# ---- design 1 ----
### Logic cells by family, design 1

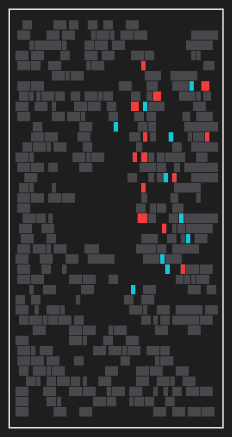

$ cat src/rtl/bram_arb_pkg.sv
// Shared definitions for the two-requester BRAM port arbiter:
// grant states, requester count and an index helper.
package bram_arb_pkg;

    localparam int NUM_REQ = 2;

    typedef enum logic [1:0] {
        ST_IDLE = 2'd0,
        ST_OWN0 = 2'd1,
        ST_OWN1 = 2'd2
    } state_t;

    // Index of the competing requester
    function automatic logic other(input logic k);
        return ~k;
    endfunction

endpackage

$ cat src/rtl/bram_arb_burst_counter.sv
// Burst length counter for the current port owner.
// Clears on ownership change, saturates at MAX_BURST-1.
module bram_arb_burst_counter #(
    parameter int MAX_BURST = 16,
    parameter int CNT_W     = 5
) (
    input  logic             clk,
    input  logic             reset,
    input  logic             i_clr,
    input  logic             i_en,
    output logic [CNT_W-1:0] o_cnt,
    output logic             o_limit
);

    localparam logic [CNT_W-1:0] LIMIT = CNT_W'(MAX_BURST - 1);

    logic [CNT_W-1:0] r_cnt;
    logic             w_limit;

    assign w_limit = (r_cnt == LIMIT);
    assign o_cnt   = r_cnt;
    assign o_limit = w_limit;

    // Count issued accesses; hold at the limit so long bursts never wrap
    always_ff @(posedge clk) begin
        if (reset || i_clr) begin
            r_cnt <= '0;
        end else if (i_en && !w_limit) begin
            r_cnt <= r_cnt + 1'b1;
        end
    end

endmodule

$ cat src/rtl/bram_port_arbiter.sv
// Arbiter sharing one single-port BRAM between host loader (0) and
// accumulate engine (1). Optional macro: ARB_FIXED_PRIO_EN.
module bram_port_arbiter
    import bram_arb_pkg::*;
#(
    parameter int DWIDTH    = 32,
    parameter int AWIDTH    = 8,
    parameter int MAX_BURST = 16,
    parameter int CNT_W     = 5
) (
    input  logic               clk,
    input  logic               reset,
    input  logic [NUM_REQ-1:0] req_i,
    input  logic [NUM_REQ-1:0] we_i,
    input  logic [AWIDTH-1:0]  addr0_i,
    input  logic [AWIDTH-1:0]  addr1_i,
    input  logic [DWIDTH-1:0]  d0_i,
    input  logic [DWIDTH-1:0]  d1_i,
    output logic [NUM_REQ-1:0] gnt_o,
    output logic [NUM_REQ-1:0] rvalid_o,
    output logic [DWIDTH-1:0]  q_o,
    output logic               busy_o,
    output logic [AWIDTH-1:0]  addr_o,
    output logic               ce_o,
    output logic               we_o,
    output logic [DWIDTH-1:0]  d_o,
    input  logic [DWIDTH-1:0]  q_i
);

    state_t             r_state;
    state_t             w_state_nx;
    logic               r_last_owner;
    logic [NUM_REQ-1:0] r_rvalid;

    logic               w_own_vld;
    logic               w_owner;
    logic               w_req_own;
    logic               w_req_oth;
    logic               w_issue;
    logic               w_rd_issue;
    logic               w_can_preempt;
    logic               w_release;
    logic               w_clr;
    logic               w_limit;
    logic [CNT_W-1:0]   w_cnt;
    state_t             w_oth_st;
    state_t             w_tie_st;

    assign w_own_vld  = (r_state != ST_IDLE);
    assign w_owner    = (r_state == ST_OWN1);
    assign w_req_own  = req_i[w_owner];
    assign w_req_oth  = req_i[other(w_owner)];
    assign w_issue    = w_own_vld && w_req_own;
    assign w_rd_issue = w_issue && !we_i[w_owner];
    assign w_oth_st   = w_owner ? ST_OWN0 : ST_OWN1;

`ifdef ARB_FIXED_PRIO_EN
    // Host loader always wins ties and is never cut short
    assign w_tie_st      = ST_OWN0;
    assign w_can_preempt = w_owner;
`else
    // Alternate ties; both requesters obey the burst limit
    assign w_tie_st      = r_last_owner ? ST_OWN0 : ST_OWN1;
    assign w_can_preempt = 1'b1;
`endif

    assign w_release = !w_req_own ||
                       (w_can_preempt && w_limit && w_issue && w_req_oth);

    assign w_clr = (w_state_nx != r_state);

    assign gnt_o    = {r_state == ST_OWN1, r_state == ST_OWN0};
    assign busy_o   = w_own_vld;
    assign rvalid_o = r_rvalid;
    assign q_o      = q_i;

    bram_arb_burst_counter #(
        .MAX_BURST (MAX_BURST),
        .CNT_W     (CNT_W)
    ) u_burst_cnt (
        .clk     (clk),
        .reset   (reset),
        .i_clr   (w_clr),
        .i_en    (w_issue),
        .o_cnt   (w_cnt),
        .o_limit (w_limit)
    );

    // Grant state and last-owner register
    always_ff @(posedge clk) begin
        if (reset) begin
            r_state      <= ST_IDLE;
            r_last_owner <= 1'b1;
        end else begin
            r_state <= w_state_nx;
            if (w_clr && w_state_nx != ST_IDLE) begin
                r_last_owner <= (w_state_nx == ST_OWN1);
            end
        end
    end

    // Next owner: grant from idle, hand off or drop on release
    always_comb begin
        w_state_nx = r_state;
        unique case (r_state)
            ST_IDLE: begin
                if (req_i == 2'b11) begin
                    w_state_nx = w_tie_st;
                end else if (req_i[0]) begin
                    w_state_nx = ST_OWN0;
                end else if (req_i[1]) begin
                    w_state_nx = ST_OWN1;
                end
            end
            ST_OWN0, ST_OWN1: begin
                if (w_release) begin
                    if (w_req_oth) begin
                        w_state_nx = w_oth_st;
                    end else if (!w_req_own) begin
                        w_state_nx = ST_IDLE;
                    end
                end
            end
            default: w_state_nx = ST_IDLE;
        endcase
    end

    // BRAM port mux: owner's inputs, strobes only on an issued access
    always_comb begin
        addr_o = '0;
        d_o    = '0;
        ce_o   = 1'b0;
        we_o   = 1'b0;
        if (w_own_vld) begin
            addr_o = w_owner ? addr1_i : addr0_i;
            d_o    = w_owner ? d1_i : d0_i;
            ce_o   = w_issue;
            we_o   = w_issue && we_i[w_owner];
        end
    end

    // Read-return valid, one cycle behind the issuing read
    always_ff @(posedge clk) begin
        if (reset) begin
            r_rvalid <= '0;
        end else begin
            r_rvalid <= gnt_o & {NUM_REQ{w_rd_issue}};
        end
    end

    logic w_unused;
    assign w_unused = ^w_cnt;

endmodule

$ cat config.mk
export PLATFORM = sky130hd
export DESIGN_NAME = bram_port_arbiter
export DESIGN_NICKNAME = d
export VERILOG_FILES = /design/src/rtl/bram_arb_pkg.sv /design/src/rtl/bram_arb_burst_counter.sv /design/src/rtl/bram_port_arbiter.sv
export SDC_FILE = /design/constraint.sdc
export NUM_CORES = 1
export LEC_CHECK = 0
export CORE_ASPECT_RATIO = 2
export CORE_UTILIZATION = 26
export DETAILED_ROUTE_END_ITERATION = 10
export PLACE_DENSITY_LB_ADDON = 0.1
export SLEW_MARGIN = 20
export SYNTH_ARGS = -nofsm -noshare
export SYNTH_HDL_FRONTEND = slang
export SYNTH_SLANG_ARGS = --single-unit
$ cat constraint.sdc
create_clock -name clk -period 2.9 [get_ports clk]
set_clock_uncertainty 0.15 [all_clocks]
set_input_delay 0.725 -clock clk [delete_from_list [all_inputs] [get_ports clk]]
set_output_delay 0.725 -clock clk [all_outputs]
set_load 0.05 [all_outputs]
# ---- design 2 ----
`config.mk`:
```
export PLATFORM = sky130hd
export DESIGN_NAME = pixel_pair_pack
export DESIGN_NICKNAME = d
export VERILOG_FILES = /design/src/rtl/pixel_pair_pack.sv
export SDC_FILE = /design/constraint.sdc
export NUM_CORES = 1
export LEC_CHECK = 0
export ABC_AREA = 0
export ABC_CLOCK_PERIOD_IN_PS = 3900
export CAP_MARGIN = 5
export CELL_PAD_IN_SITES_DETAIL_PLACEMENT = 0
export CELL_PAD_IN_SITES_GLOBAL_PLACEMENT = 2
export CORE_UTILIZATION = 33
export DETAILED_ROUTE_END_ITERATION = 7
export PLACE_DENSITY_LB_ADDON = 0.1
export SYNTH_ARGS = -nofsm -noshare
export SYNTH_HDL_FRONTEND = slang
export SYNTH_SLANG_ARGS = --single-unit
export TNS_END_PERCENT = 100
```
`constraint.sdc`:
```
create_clock -name clk -period 3.9 [get_ports clk]
set_input_delay 0.975 -clock clk [delete_from_list [all_inputs] [get_ports clk]]
set_output_delay 0.975 -clock clk [all_outputs]
set_load 0.05 [all_outputs]
```
`src/rtl/pixel_pair_pack.sv`:
```
// pixel_pair_pack: packs a one-pixel-per-beat RGB stream into two-pixel FIFO
// words {odd_pixel, even_pixel}, tracking frame coordinates and flagging
// start-of-frame / end-of-line on each word.
// Optional feature macro: PIXEL_PAIR_PACK_RESYNC_EN. When defined, a transfer
// with in_sof=1 realigns the packer to x=0,y=0 and counts misalignments in
// err_cnt. When undefined, in_sof is ignored and err_cnt reads 0.
module pixel_pair_pack #(
  parameter int H  = 1920,
  parameter int V  = 1080,
  parameter int RD = 5,
  parameter int GD = 6,
  parameter int BD = 5
) (
  input  logic                          clk,
  input  logic                          rst,
  input  logic [RD+GD+BD-1:0]           in_pix,
  input  logic                          in_valid,
  output logic                          in_ready,
  input  logic                          in_sof,
  input  logic                          fifo_full,
  output logic [2*(RD+GD+BD)-1:0]       out_data,
  output logic                          out_wr,
  output logic [$clog2(H)-1:0]          out_x,
  output logic [$clog2(V)-1:0]          out_y,
  output logic                          out_sof,
  output logic                          out_eol,
  output logic [7:0]                    err_cnt
);

  localparam int W  = RD + GD + BD;
  localparam int XW = $clog2(H);
  localparam int YW = $clog2(V);
  localparam logic [XW-1:0] XLAST = XW'(H - 2);
  localparam logic [YW-1:0] YLAST = YW'(V - 1);

  typedef enum logic {EVEN = 1'b0, ODD = 1'b1} state_t;

  state_t          state_q;
  logic [W-1:0]    hold_q;
  logic [XW-1:0]   x_q, x_d;
  logic [YW-1:0]   y_q, y_d;
  logic [2*W-1:0]  out_data_q;
  logic [XW-1:0]   out_x_q;
  logic [YW-1:0]   out_y_q;
  logic            out_wr_q, out_sof_q, out_eol_q;
  logic            xfer;
  logic            resync;

  // The only stall point is completing a pair while the FIFO is full.
  assign in_ready = (state_q == EVEN) | ~fifo_full;
  assign xfer     = in_valid & in_ready;

`ifdef PIXEL_PAIR_PACK_RESYNC_EN
  logic [7:0] err_q;

  assign resync = xfer & in_sof;

  // Count realignments that throw away a held pixel or land mid-frame.
  always_ff @(posedge clk or negedge rst) begin
    if (!rst) begin
      err_q <= 8'd0;
    end else if (resync && (state_q == ODD || x_q != '0 || y_q != '0) &&
                 err_q != 8'hFF) begin
      err_q <= err_q + 8'd1;
    end
  end

  assign err_cnt = err_q;
`else
  logic unused_sof;

  assign resync     = 1'b0;
  assign unused_sof = in_sof;
  assign err_cnt    = 8'd0;
`endif

  // Coordinates of the word after the one being written (raster wrap).
  always_comb begin
    x_d = x_q + XW'(2);
    y_d = y_q;
    if (x_q == XLAST) begin
      x_d = '0;
      y_d = (y_q == YLAST) ? '0 : y_q + YW'(1);
    end
  end

  // Pairing FSM with registered word outputs; out_wr is a one-cycle strobe.
  always_ff @(posedge clk or negedge rst) begin
    if (!rst) begin
      state_q    <= EVEN;
      hold_q     <= '0;
      x_q        <= '0;
      y_q        <= '0;
      out_data_q <= '0;
      out_x_q    <= '0;
      out_y_q    <= '0;
      out_wr_q   <= 1'b0;
      out_sof_q  <= 1'b0;
      out_eol_q  <= 1'b0;
    end else begin
      out_wr_q <= 1'b0;
      if (resync) begin
        // A start-of-frame pixel always becomes the even pixel of (0,0).
        hold_q  <= in_pix;
        x_q     <= '0;
        y_q     <= '0;
        state_q <= ODD;
      end else if (xfer) begin
        case (state_q)
          EVEN: begin
            hold_q  <= in_pix;
            state_q <= ODD;
          end
          ODD: begin
            out_data_q <= {in_pix, hold_q};
            out_x_q    <= x_q;
            out_y_q    <= y_q;
            out_sof_q  <= (x_q == '0) && (y_q == '0);
            out_eol_q  <= (x_q == XLAST);
            out_wr_q   <= 1'b1;
            x_q        <= x_d;
            y_q        <= y_d;
            state_q    <= EVEN;
          end
          default: state_q <= EVEN;
        endcase
      end
    end
  end

  assign out_data = out_data_q;
  assign out_x    = out_x_q;
  assign out_y    = out_y_q;
  assign out_wr   = out_wr_q;
  assign out_sof  = out_sof_q;
  assign out_eol  = out_eol_q;

endmodule
```
# ---- design 3 ----
`src/rtl/frame_fetch_pipe.sv`:
```
// Pixel fetch engine: pulls sequential pixel word pairs from frame memory with one
// outstanding read, unpacks them into a small FIFO and serves R/G/B on display request.
//
// state   | meaning
// S_IDLE  | no frame active (after reset or after the last pixel of a frame was fetched)
// S_REQ   | request the next address whenever the FIFO has room
// S_WAIT  | request accepted, waiting for the returned word pair
// S_FLUSH | frame restarted during S_WAIT; drop the in-flight data, then restart at 0
module frame_fetch_pipe #(
    parameter int COLOR_W    = 10,
    parameter int WORD_W     = 16,
    parameter int FIFO_DEPTH = 16,
    parameter int NUM_PIX    = 307200,
    parameter int ADDR_W     = 20
) (
    input  logic              i_clk,
    input  logic              i_rst_n,
    input  logic              i_frame_start,
    output logic              o_mem_req,
    output logic [ADDR_W-1:0] o_mem_addr,
    input  logic              i_mem_ack,
    input  logic              i_mem_valid,
    input  logic [WORD_W-1:0] i_data_1,
    input  logic [WORD_W-1:0] i_data_2,
    input  logic              i_request,
    output logic [COLOR_W-1:0] o_vga_r,
    output logic [COLOR_W-1:0] o_vga_g,
    output logic [COLOR_W-1:0] o_vga_b,
    output logic              o_pix_valid,
    output logic              o_underflow,
    output logic              o_fetch_done
);

    localparam int H     = COLOR_W / 2;
    localparam int PIX_W = 3 * COLOR_W;
    localparam int PTR_W = $clog2(FIFO_DEPTH);

    localparam logic [PTR_W:0]    DEPTH_C   = (PTR_W + 1)'(FIFO_DEPTH);
    localparam logic [PTR_W:0]    CNT_ONE   = (PTR_W + 1)'(1);
    localparam logic [PTR_W-1:0]  PTR_ONE   = PTR_W'(1);
    localparam logic [ADDR_W-1:0] ADDR_ONE  = ADDR_W'(1);
    localparam logic [ADDR_W-1:0] LAST_ADDR = ADDR_W'(NUM_PIX - 1);

    typedef enum logic [1:0] {
        S_IDLE,
        S_REQ,
        S_WAIT,
        S_FLUSH
    } state_t;

    state_t state_q, state_d;

    logic [ADDR_W-1:0] addr_q, addr_d;
    logic              fetch_done_q, fetch_done_d;
    logic              restart;
    logic              push;
    logic              pop;

    logic [PIX_W-1:0]  fifo_mem [FIFO_DEPTH];
    logic [PTR_W-1:0]  wr_ptr_q, rd_ptr_q;
    logic [PTR_W:0]    count_q;
    logic              fifo_empty;
    logic              fifo_full;

    logic [PIX_W-1:0]  pix_in;
    logic [PIX_W-1:0]  pix_q;
    logic              pix_valid_q;
    logic              underflow_q;

    // entry layout {r, g, b}; green is split across the two returned words
    assign pix_in = {i_data_2[COLOR_W-1:0],
                     i_data_1[COLOR_W+H-1:COLOR_W],
                     i_data_2[COLOR_W+H-1:COLOR_W],
                     i_data_1[COLOR_W-1:0]};

    generate
        if (WORD_W > COLOR_W + H) begin : g_spare_bits
            logic unused_hi;
            assign unused_hi = ^{i_data_1[WORD_W-1:COLOR_W+H], i_data_2[WORD_W-1:COLOR_W+H]};
        end
    endgenerate

    assign fifo_empty = (count_q == '0);
    assign fifo_full  = (count_q == DEPTH_C);
    assign pop        = i_request && !fifo_empty;

    always_ff @(posedge i_clk or negedge i_rst_n) begin
        if (!i_rst_n) begin
            state_q      <= S_IDLE;
            addr_q       <= '0;
            fetch_done_q <= 1'b0;
        end else begin
            state_q      <= state_d;
            addr_q       <= addr_d;
            fetch_done_q <= fetch_done_d;
        end
    end

    always_comb begin
        state_d      = state_q;
        addr_d       = addr_q;
        fetch_done_d = fetch_done_q;
        restart      = 1'b0;
        push         = 1'b0;
        o_mem_req    = 1'b0;
        case (state_q)
            S_IDLE: begin
                if (i_frame_start) begin
                    restart = 1'b1;
                    state_d = S_REQ;
                end
            end
            S_REQ: begin
                // a restart withdraws the request for this cycle
                if (i_frame_start) begin
                    restart = 1'b1;
                end else if (!fifo_full) begin
                    o_mem_req = 1'b1;
                    if (i_mem_ack) begin
                        state_d = S_WAIT;
                    end
                end
            end
            S_WAIT: begin
                if (i_mem_valid) begin
                    if (i_frame_start) begin
                        restart = 1'b1;
                        state_d = S_REQ;
                    end else begin
                        push = 1'b1;
                        if (addr_q == LAST_ADDR) begin
                            fetch_done_d = 1'b1;
                            state_d      = S_IDLE;
                        end else begin
                            addr_d  = addr_q + ADDR_ONE;
                            state_d = S_REQ;
                        end
                    end
                end else if (i_frame_start) begin
                    state_d = S_FLUSH;
                end
            end
            S_FLUSH: begin
                if (i_mem_valid) begin
                    restart = 1'b1;
                    state_d = S_REQ;
                end
            end
            default: begin
                state_d = S_IDLE;
            end
        endcase
        if (restart) begin
            addr_d       = '0;
            fetch_done_d = 1'b0;
        end
    end

    always_ff @(posedge i_clk) begin
        if (push) begin
            fifo_mem[wr_ptr_q] <= pix_in;
        end
    end

    always_ff @(posedge i_clk or negedge i_rst_n) begin
        if (!i_rst_n) begin
            wr_ptr_q <= '0;
            rd_ptr_q <= '0;
            count_q  <= '0;
        end else if (restart) begin
            wr_ptr_q <= '0;
            rd_ptr_q <= '0;
            count_q  <= '0;
        end else begin
            if (push) begin
                wr_ptr_q <= wr_ptr_q + PTR_ONE;
            end
            if (pop) begin
                rd_ptr_q <= rd_ptr_q + PTR_ONE;
            end
            case ({push, pop})
                2'b10:   count_q <= count_q + CNT_ONE;
                2'b01:   count_q <= count_q - CNT_ONE;
                default: count_q <= count_q;
            endcase
        end
    end

    // a request against an empty FIFO still answers, with black, and flags underflow
    always_ff @(posedge i_clk or negedge i_rst_n) begin
        if (!i_rst_n) begin
            pix_q       <= '0;
            pix_valid_q <= 1'b0;
            underflow_q <= 1'b0;
        end else begin
            pix_valid_q <= i_request;
            if (i_request) begin
                pix_q <= fifo_empty ? '0 : fifo_mem[rd_ptr_q];
            end
            if (restart) begin
                underflow_q <= 1'b0;
            end else if (i_request && fifo_empty) begin
                underflow_q <= 1'b1;
            end
        end
    end

    assign o_mem_addr   = addr_q;
    assign o_vga_r      = pix_q[3*COLOR_W-1:2*COLOR_W];
    assign o_vga_g      = pix_q[2*COLOR_W-1:COLOR_W];
    assign o_vga_b      = pix_q[COLOR_W-1:0];
    assign o_pix_valid  = pix_valid_q;
    assign o_underflow  = underflow_q;
    assign o_fetch_done = fetch_done_q;

endmodule

```
`config.mk`:
```
export PLATFORM = sky130hd
export DESIGN_NAME = frame_fetch_pipe
export DESIGN_NICKNAME = d
export VERILOG_FILES = /design/src/rtl/frame_fetch_pipe.sv
export SDC_FILE = /design/constraint.sdc
export NUM_CORES = 1
export LEC_CHECK = 0
export CORE_ASPECT_RATIO = 1.1
export CORE_UTILIZATION = 40
export CTS_CLUSTER_DIAMETER = 40
export DETAILED_ROUTE_END_ITERATION = 7
export MAX_ROUTING_LAYER = met4
export PLACE_DENSITY = 0.64
export SYNTH_ARGS = -nofsm -noshare
export SYNTH_HDL_FRONTEND = slang
export SYNTH_SLANG_ARGS = --single-unit
```
`constraint.sdc`:
```
create_clock -name i_clk -period 3 [get_ports i_clk]
set_clock_uncertainty 0.05 [all_clocks]
set_input_delay 0.3 -clock i_clk [delete_from_list [all_inputs] [get_ports i_clk]]
set_output_delay 0.3 -clock i_clk [all_outputs]
set_load 0.005 [all_outputs]
```

==> screenshots <==
Supply network.
Pins as bars on the die edge.
Plate I
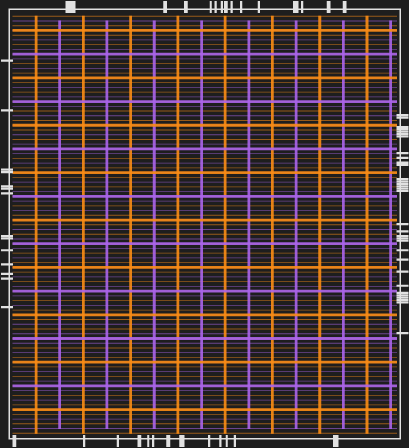
Plate II
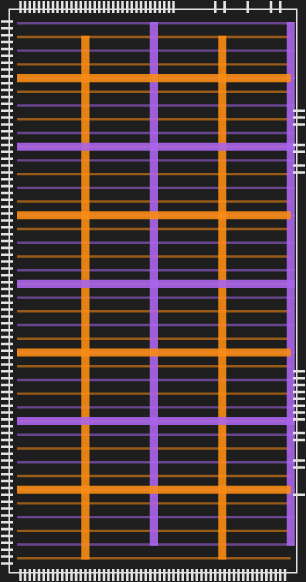
Plate III
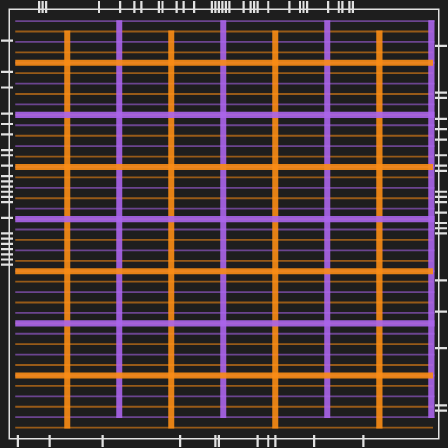
Plate III comes from design 2.
Plate I comes from design 3.
Plate II comes from design 1.
The one with the smallest die is Plate II.
The one with the most pins is Plate II.

Key to Plate III:
- purple: VDD
- orange: VSS
- met4 straps: 8
- rows: 39
- met5 straps: 7
- met1 rails: 40
- signal pins: 87

### The clock network, design 2

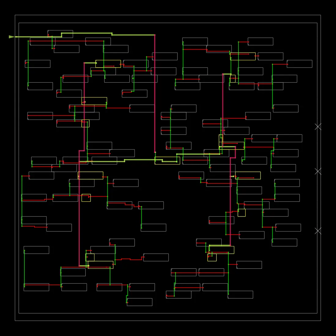
number of clock buffers inserted by TritonCTS: 9
clock skew after layout: 0.00787 ns

==> flow_results.xml, design 2 <==
<?xml version="1.0" encoding="UTF-8"?>
<metrics>
  <group name="synth">
    <metric name="ys_dominant_reg_cell" unit="">dfrtp_1</metric>
    <metric name="enable_flop_cells" unit="">0</metric>
    <metric name="post_synth_num_cell_types" unit="">38</metric>
    <metric name="synth_area" unit="sq um">3970</metric>
    <metric name="synth.area.top_cells" unit="">dfrtp_1, nand2_1, mux2_2</metric>
  </group>
  <group name="layout">
    <metric name="nets" unit="">497</metric>
    <metric name="inverters_excl_clock" unit="">10</metric>
    <metric name="layout.comb_gates.multi_input" unit="">276</metric>
  </group>
  <group name="placed_design">
    <metric name="postPlaceCellArea" unit="sq um">4820</metric>
  </group>
  <group name="route">
    <metric name="detail_route.drc_violations" unit="">3</metric>
  </group>
  <group name="status">
    <metric name="outcome" unit="">complete, but fails checks</metric>
    <metric name="failed_checks" unit="">DRC</metric>
  </group>
  <group name="pwr">
    <metric name="internal-power" unit="mW">1.92</metric>
    <metric name="power_frac_seq" unit="%">41.7</metric>
    <metric name="switching_share" unit="%">37.4</metric>
  </group>
  <group name="min_path">
    <metric name="timing.hold.worst.class" unit="">flip-flop to flip-flop</metric>
  </group>
  <group name="sta">
    <metric name="slew_violations" unit="">0</metric>
  </group>
  <group name="die">
    <metric name="floorplan.core_util" unit="%">34.3</metric>
  </group>
  <group name="setup_path">
    <metric name="critical-path-max-stage-delay" unit="ns">0.80</metric>
  </group>
</metrics>
## design 2: power groups by stage
stage / combinational, mW / clock [mW] / sequential [mW]
floorplan: 0.230 / 0 / 1.70
CTS: 0.983 / 0.846 / 1.28
global route: 1.03 / 0.885 / 1.31
finish: 0.970 / 0.820 / 1.28
detailed placement: 0.981 / 0 / 1.30
global placement: 0.976 / 0 / 1.30
## design 2: metal layers
layer,up-vias,wire [microns],part of all wire [%]
met1,1381,4190,48
met4,0,183,2.1
met5,-,0,0
met3,12,420,4.8
li1,1440,-,-
met2,57,4000,45
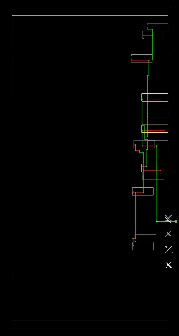
*The clock network, design 1*
number of sequential storage elements: 10
number of clock buffers inserted by TritonCTS: 3

Notes on 'Logic cells by family' of design 1 above:
- cyan: inv cells (cells 10; most used inv_1)
- red: nand cells (cells 13; most used nand2_1)

==> flow_results.xml, design 1 <==
<?xml version="1.0" encoding="UTF-8"?>
<metrics>
  <group name="setup_path">
    <metric name="regToRegSetupSlack" unit="ns">0.39</metric>
    <metric name="ff2ff_path_depth" unit="">9</metric>
  </group>
  <group name="pwr">
    <metric name="share_clk_of_total_power" unit="%">11.8</metric>
    <metric name="power_frac_seq" unit="%">8.3</metric>
    <metric name="switchingPower" unit="mW">1.13</metric>
    <metric name="power_drawn_by_the_sequential_cells" unit="mW">0.169</metric>
  </group>
  <group name="die">
    <metric name="rows" unit="">39</metric>
    <metric name="fp.dieH" unit="microns">111</metric>
  </group>
  <group name="route">
    <metric name="detail_route.drc_violations" unit="">9</metric>
  </group>
  <group name="status">
    <metric name="outcome" unit="">complete, but fails checks</metric>
    <metric name="failed_checks" unit="">DRC</metric>
  </group>
  <group name="min_path">
    <metric name="hold_depth" unit="">2</metric>
  </group>
  <group name="layout">
    <metric name="seqAreaFraction" unit="%">7.38</metric>
    <metric name="final_common_cell" unit="">clkdlybuf4s50_1</metric>
  </group>
  <group name="sta">
    <metric name="finalClockPeriodUsage" unit="%">95.0</metric>
    <metric name="timing_worst_slew_pin_value" unit="ns">0.497</metric>
    <metric name="hold_viol_final" unit="">0</metric>
    <metric name="rsz0062_at_grt" unit="">no</metric>
  </group>
  <group name="clocking">
    <metric name="htreeDepth" unit="">1</metric>
    <metric name="clk_root_buffer_cell" unit="">clkbuf_16</metric>
  </group>
  <group name="global_routing">
    <metric name="antenna_found_initial" unit="">0</metric>
  </group>
</metrics>
## design 1: timing repair
item                                   in CTS  in global routing
setup endpoints to repair                   0                 13
gates resized                               0                  1
endpoints found under the hold margin       0                  0
## design 1: per-layer routing
layer / vias to the layer above / part of all wire, % / wire length (microns) / GRT usage [%]
met5: - / 0 / 0 / 0
met4: 0 / 3.7 / 199 / 8.83
met3: 24 / 5.0 / 273 / 1.39
met2: 87 / 60 / 3270 / 34.8
met1: 815 / 31 / 1680 / 14.6
li1: 872 / - / - / -
### Metal 1, design 3

Supply wires on this layer in grey.
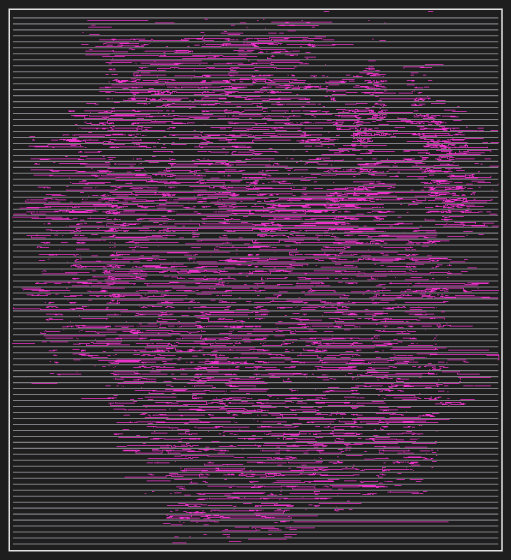
- longest straight run: 70.8 microns
- main direction: horizontal
- share of all routed wire: 42%
overall via count from detail_route: 10.8k
total routed wirelength: 45600 microns
met1 Usage GRT: 21.9%

==> flow_results.xml, design 3 <==
<?xml version="1.0" encoding="UTF-8"?>
<metrics>
  <group name="status">
    <metric name="outcome" unit="">completed</metric>
  </group>
  <group name="placed_design">
    <metric name="gpl.final_weighted_congestion" unit="">0.754</metric>
  </group>
  <group name="sta">
    <metric name="max_clock_freq" unit="GHz">0.367</metric>
    <metric name="setup_ws" unit="ns">0.272</metric>
    <metric name="hold_viol_final" unit="">0</metric>
    <metric name="totalNegativeSetupSlack" unit="ns">0</metric>
  </group>
  <group name="layout">
    <metric name="core_util_final" unit="%">49.6</metric>
    <metric name="area_growth_syn_to_layout" unit="%">21.5</metric>
    <metric name="leading_cell_category_by_total_area" unit="">registers</metric>
  </group>
  <group name="pwr">
    <metric name="leakage" unit="nW">8.59</metric>
    <metric name="pg_clk" unit="mW">8.76</metric>
    <metric name="power_per_cell_area" unit="nW/um^2">762</metric>
    <metric name="power_combinational" unit="mW">2.54</metric>
    <metric name="maximum_ir_drop_on_the_vdd_rail" unit="mV">0.389</metric>
  </group>
  <group name="clocking">
    <metric name="clock-sinks" unit="">548</metric>
  </group>
  <group name="synth">
    <metric name="yosys.area_share.adder" unit="%">0.695</metric>
    <metric name="topCombFamilyByArea" unit="">multiplexers</metric>
    <metric name="largest_area_cell" unit="">edfxtp_1</metric>
    <metric name="synth-async-reset-ratio" unit="%">12.4</metric>
    <metric name="post_synth_num_cell_types" unit="">47</metric>
    <metric name="ys_cells" unit="">1102</metric>
    <metric name="synth_cells" unit="">1102</metric>
  </group>
  <group name="setup_path">
    <metric name="regToRegSetupSlack" unit="ns">0.27</metric>
    <metric name="worstSetupPathDepth" unit="">8</metric>
    <metric name="critical-path-max-stage-delay" unit="ns">0.61</metric>
  </group>
  <group name="min_path">
    <metric name="worstHoldEndpoint" unit="">o_pix_valid$_DFF_PN0_</metric>
    <metric name="hold_path.startpoint" unit="">i_request</metric>
  </group>
  <group name="run">
    <metric name="timing.max_cap.violations" unit="">0</metric>
  </group>
  <group name="global_routing">
    <metric name="grt_start_max_net_pins" unit="">63</metric>
  </group>
  <group name="route">
    <metric name="mean_number_of_vias_per_cell" unit="">5.39</metric>
  </group>
</metrics>
design 3: routing by layer:
| layer | global-route usage (%) | part of all wire [%] | up-vias |
|---|---|---|---|
| met1 | 21.9 | 42 | 5641 |
| met5 | - | 0 | - |
| li1 | - | - | 4785 |
| met2 | 29.0 | 52 | 267 |
| met3 | 3.43 | 4.5 | 61 |
| met4 | 5.80 | 1.8 | 0 |
design 3: registers in the layout (all words and copies together) (netlist names):
name,cells
fifo_mem,480
pix_q,30
o_mem_addr,20
count_q,5
rd_ptr_q,4
wr_ptr_q,4
state_q,2
o_fetch_done,1
o_pix_valid,1
o_underflow,1


## Gallery

Sequential cells grouped by signal name.
(a)
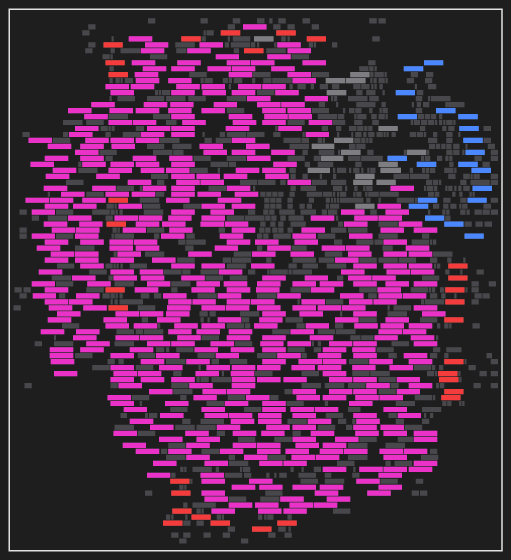
(b)
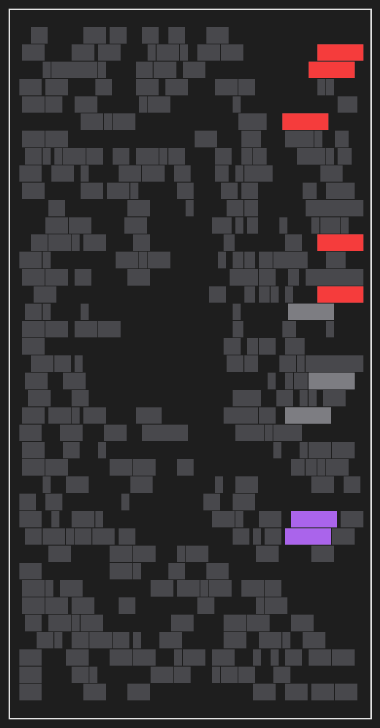
(c)
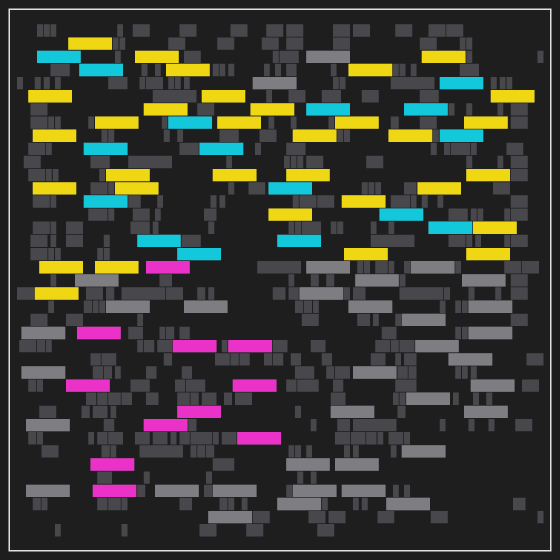
(a) is design 3.
(c) is design 2.
(b) is design 1.
Of these, most sequential cells: (a)

Key to (b):
- purple: rvalid_o (placed flops 2)
- red: u_burst_cnt.o_cnt (placed flops 5; where north-east)
- not coloured: 3

No activity file was given, so power comes from the tool's default toggle rates.
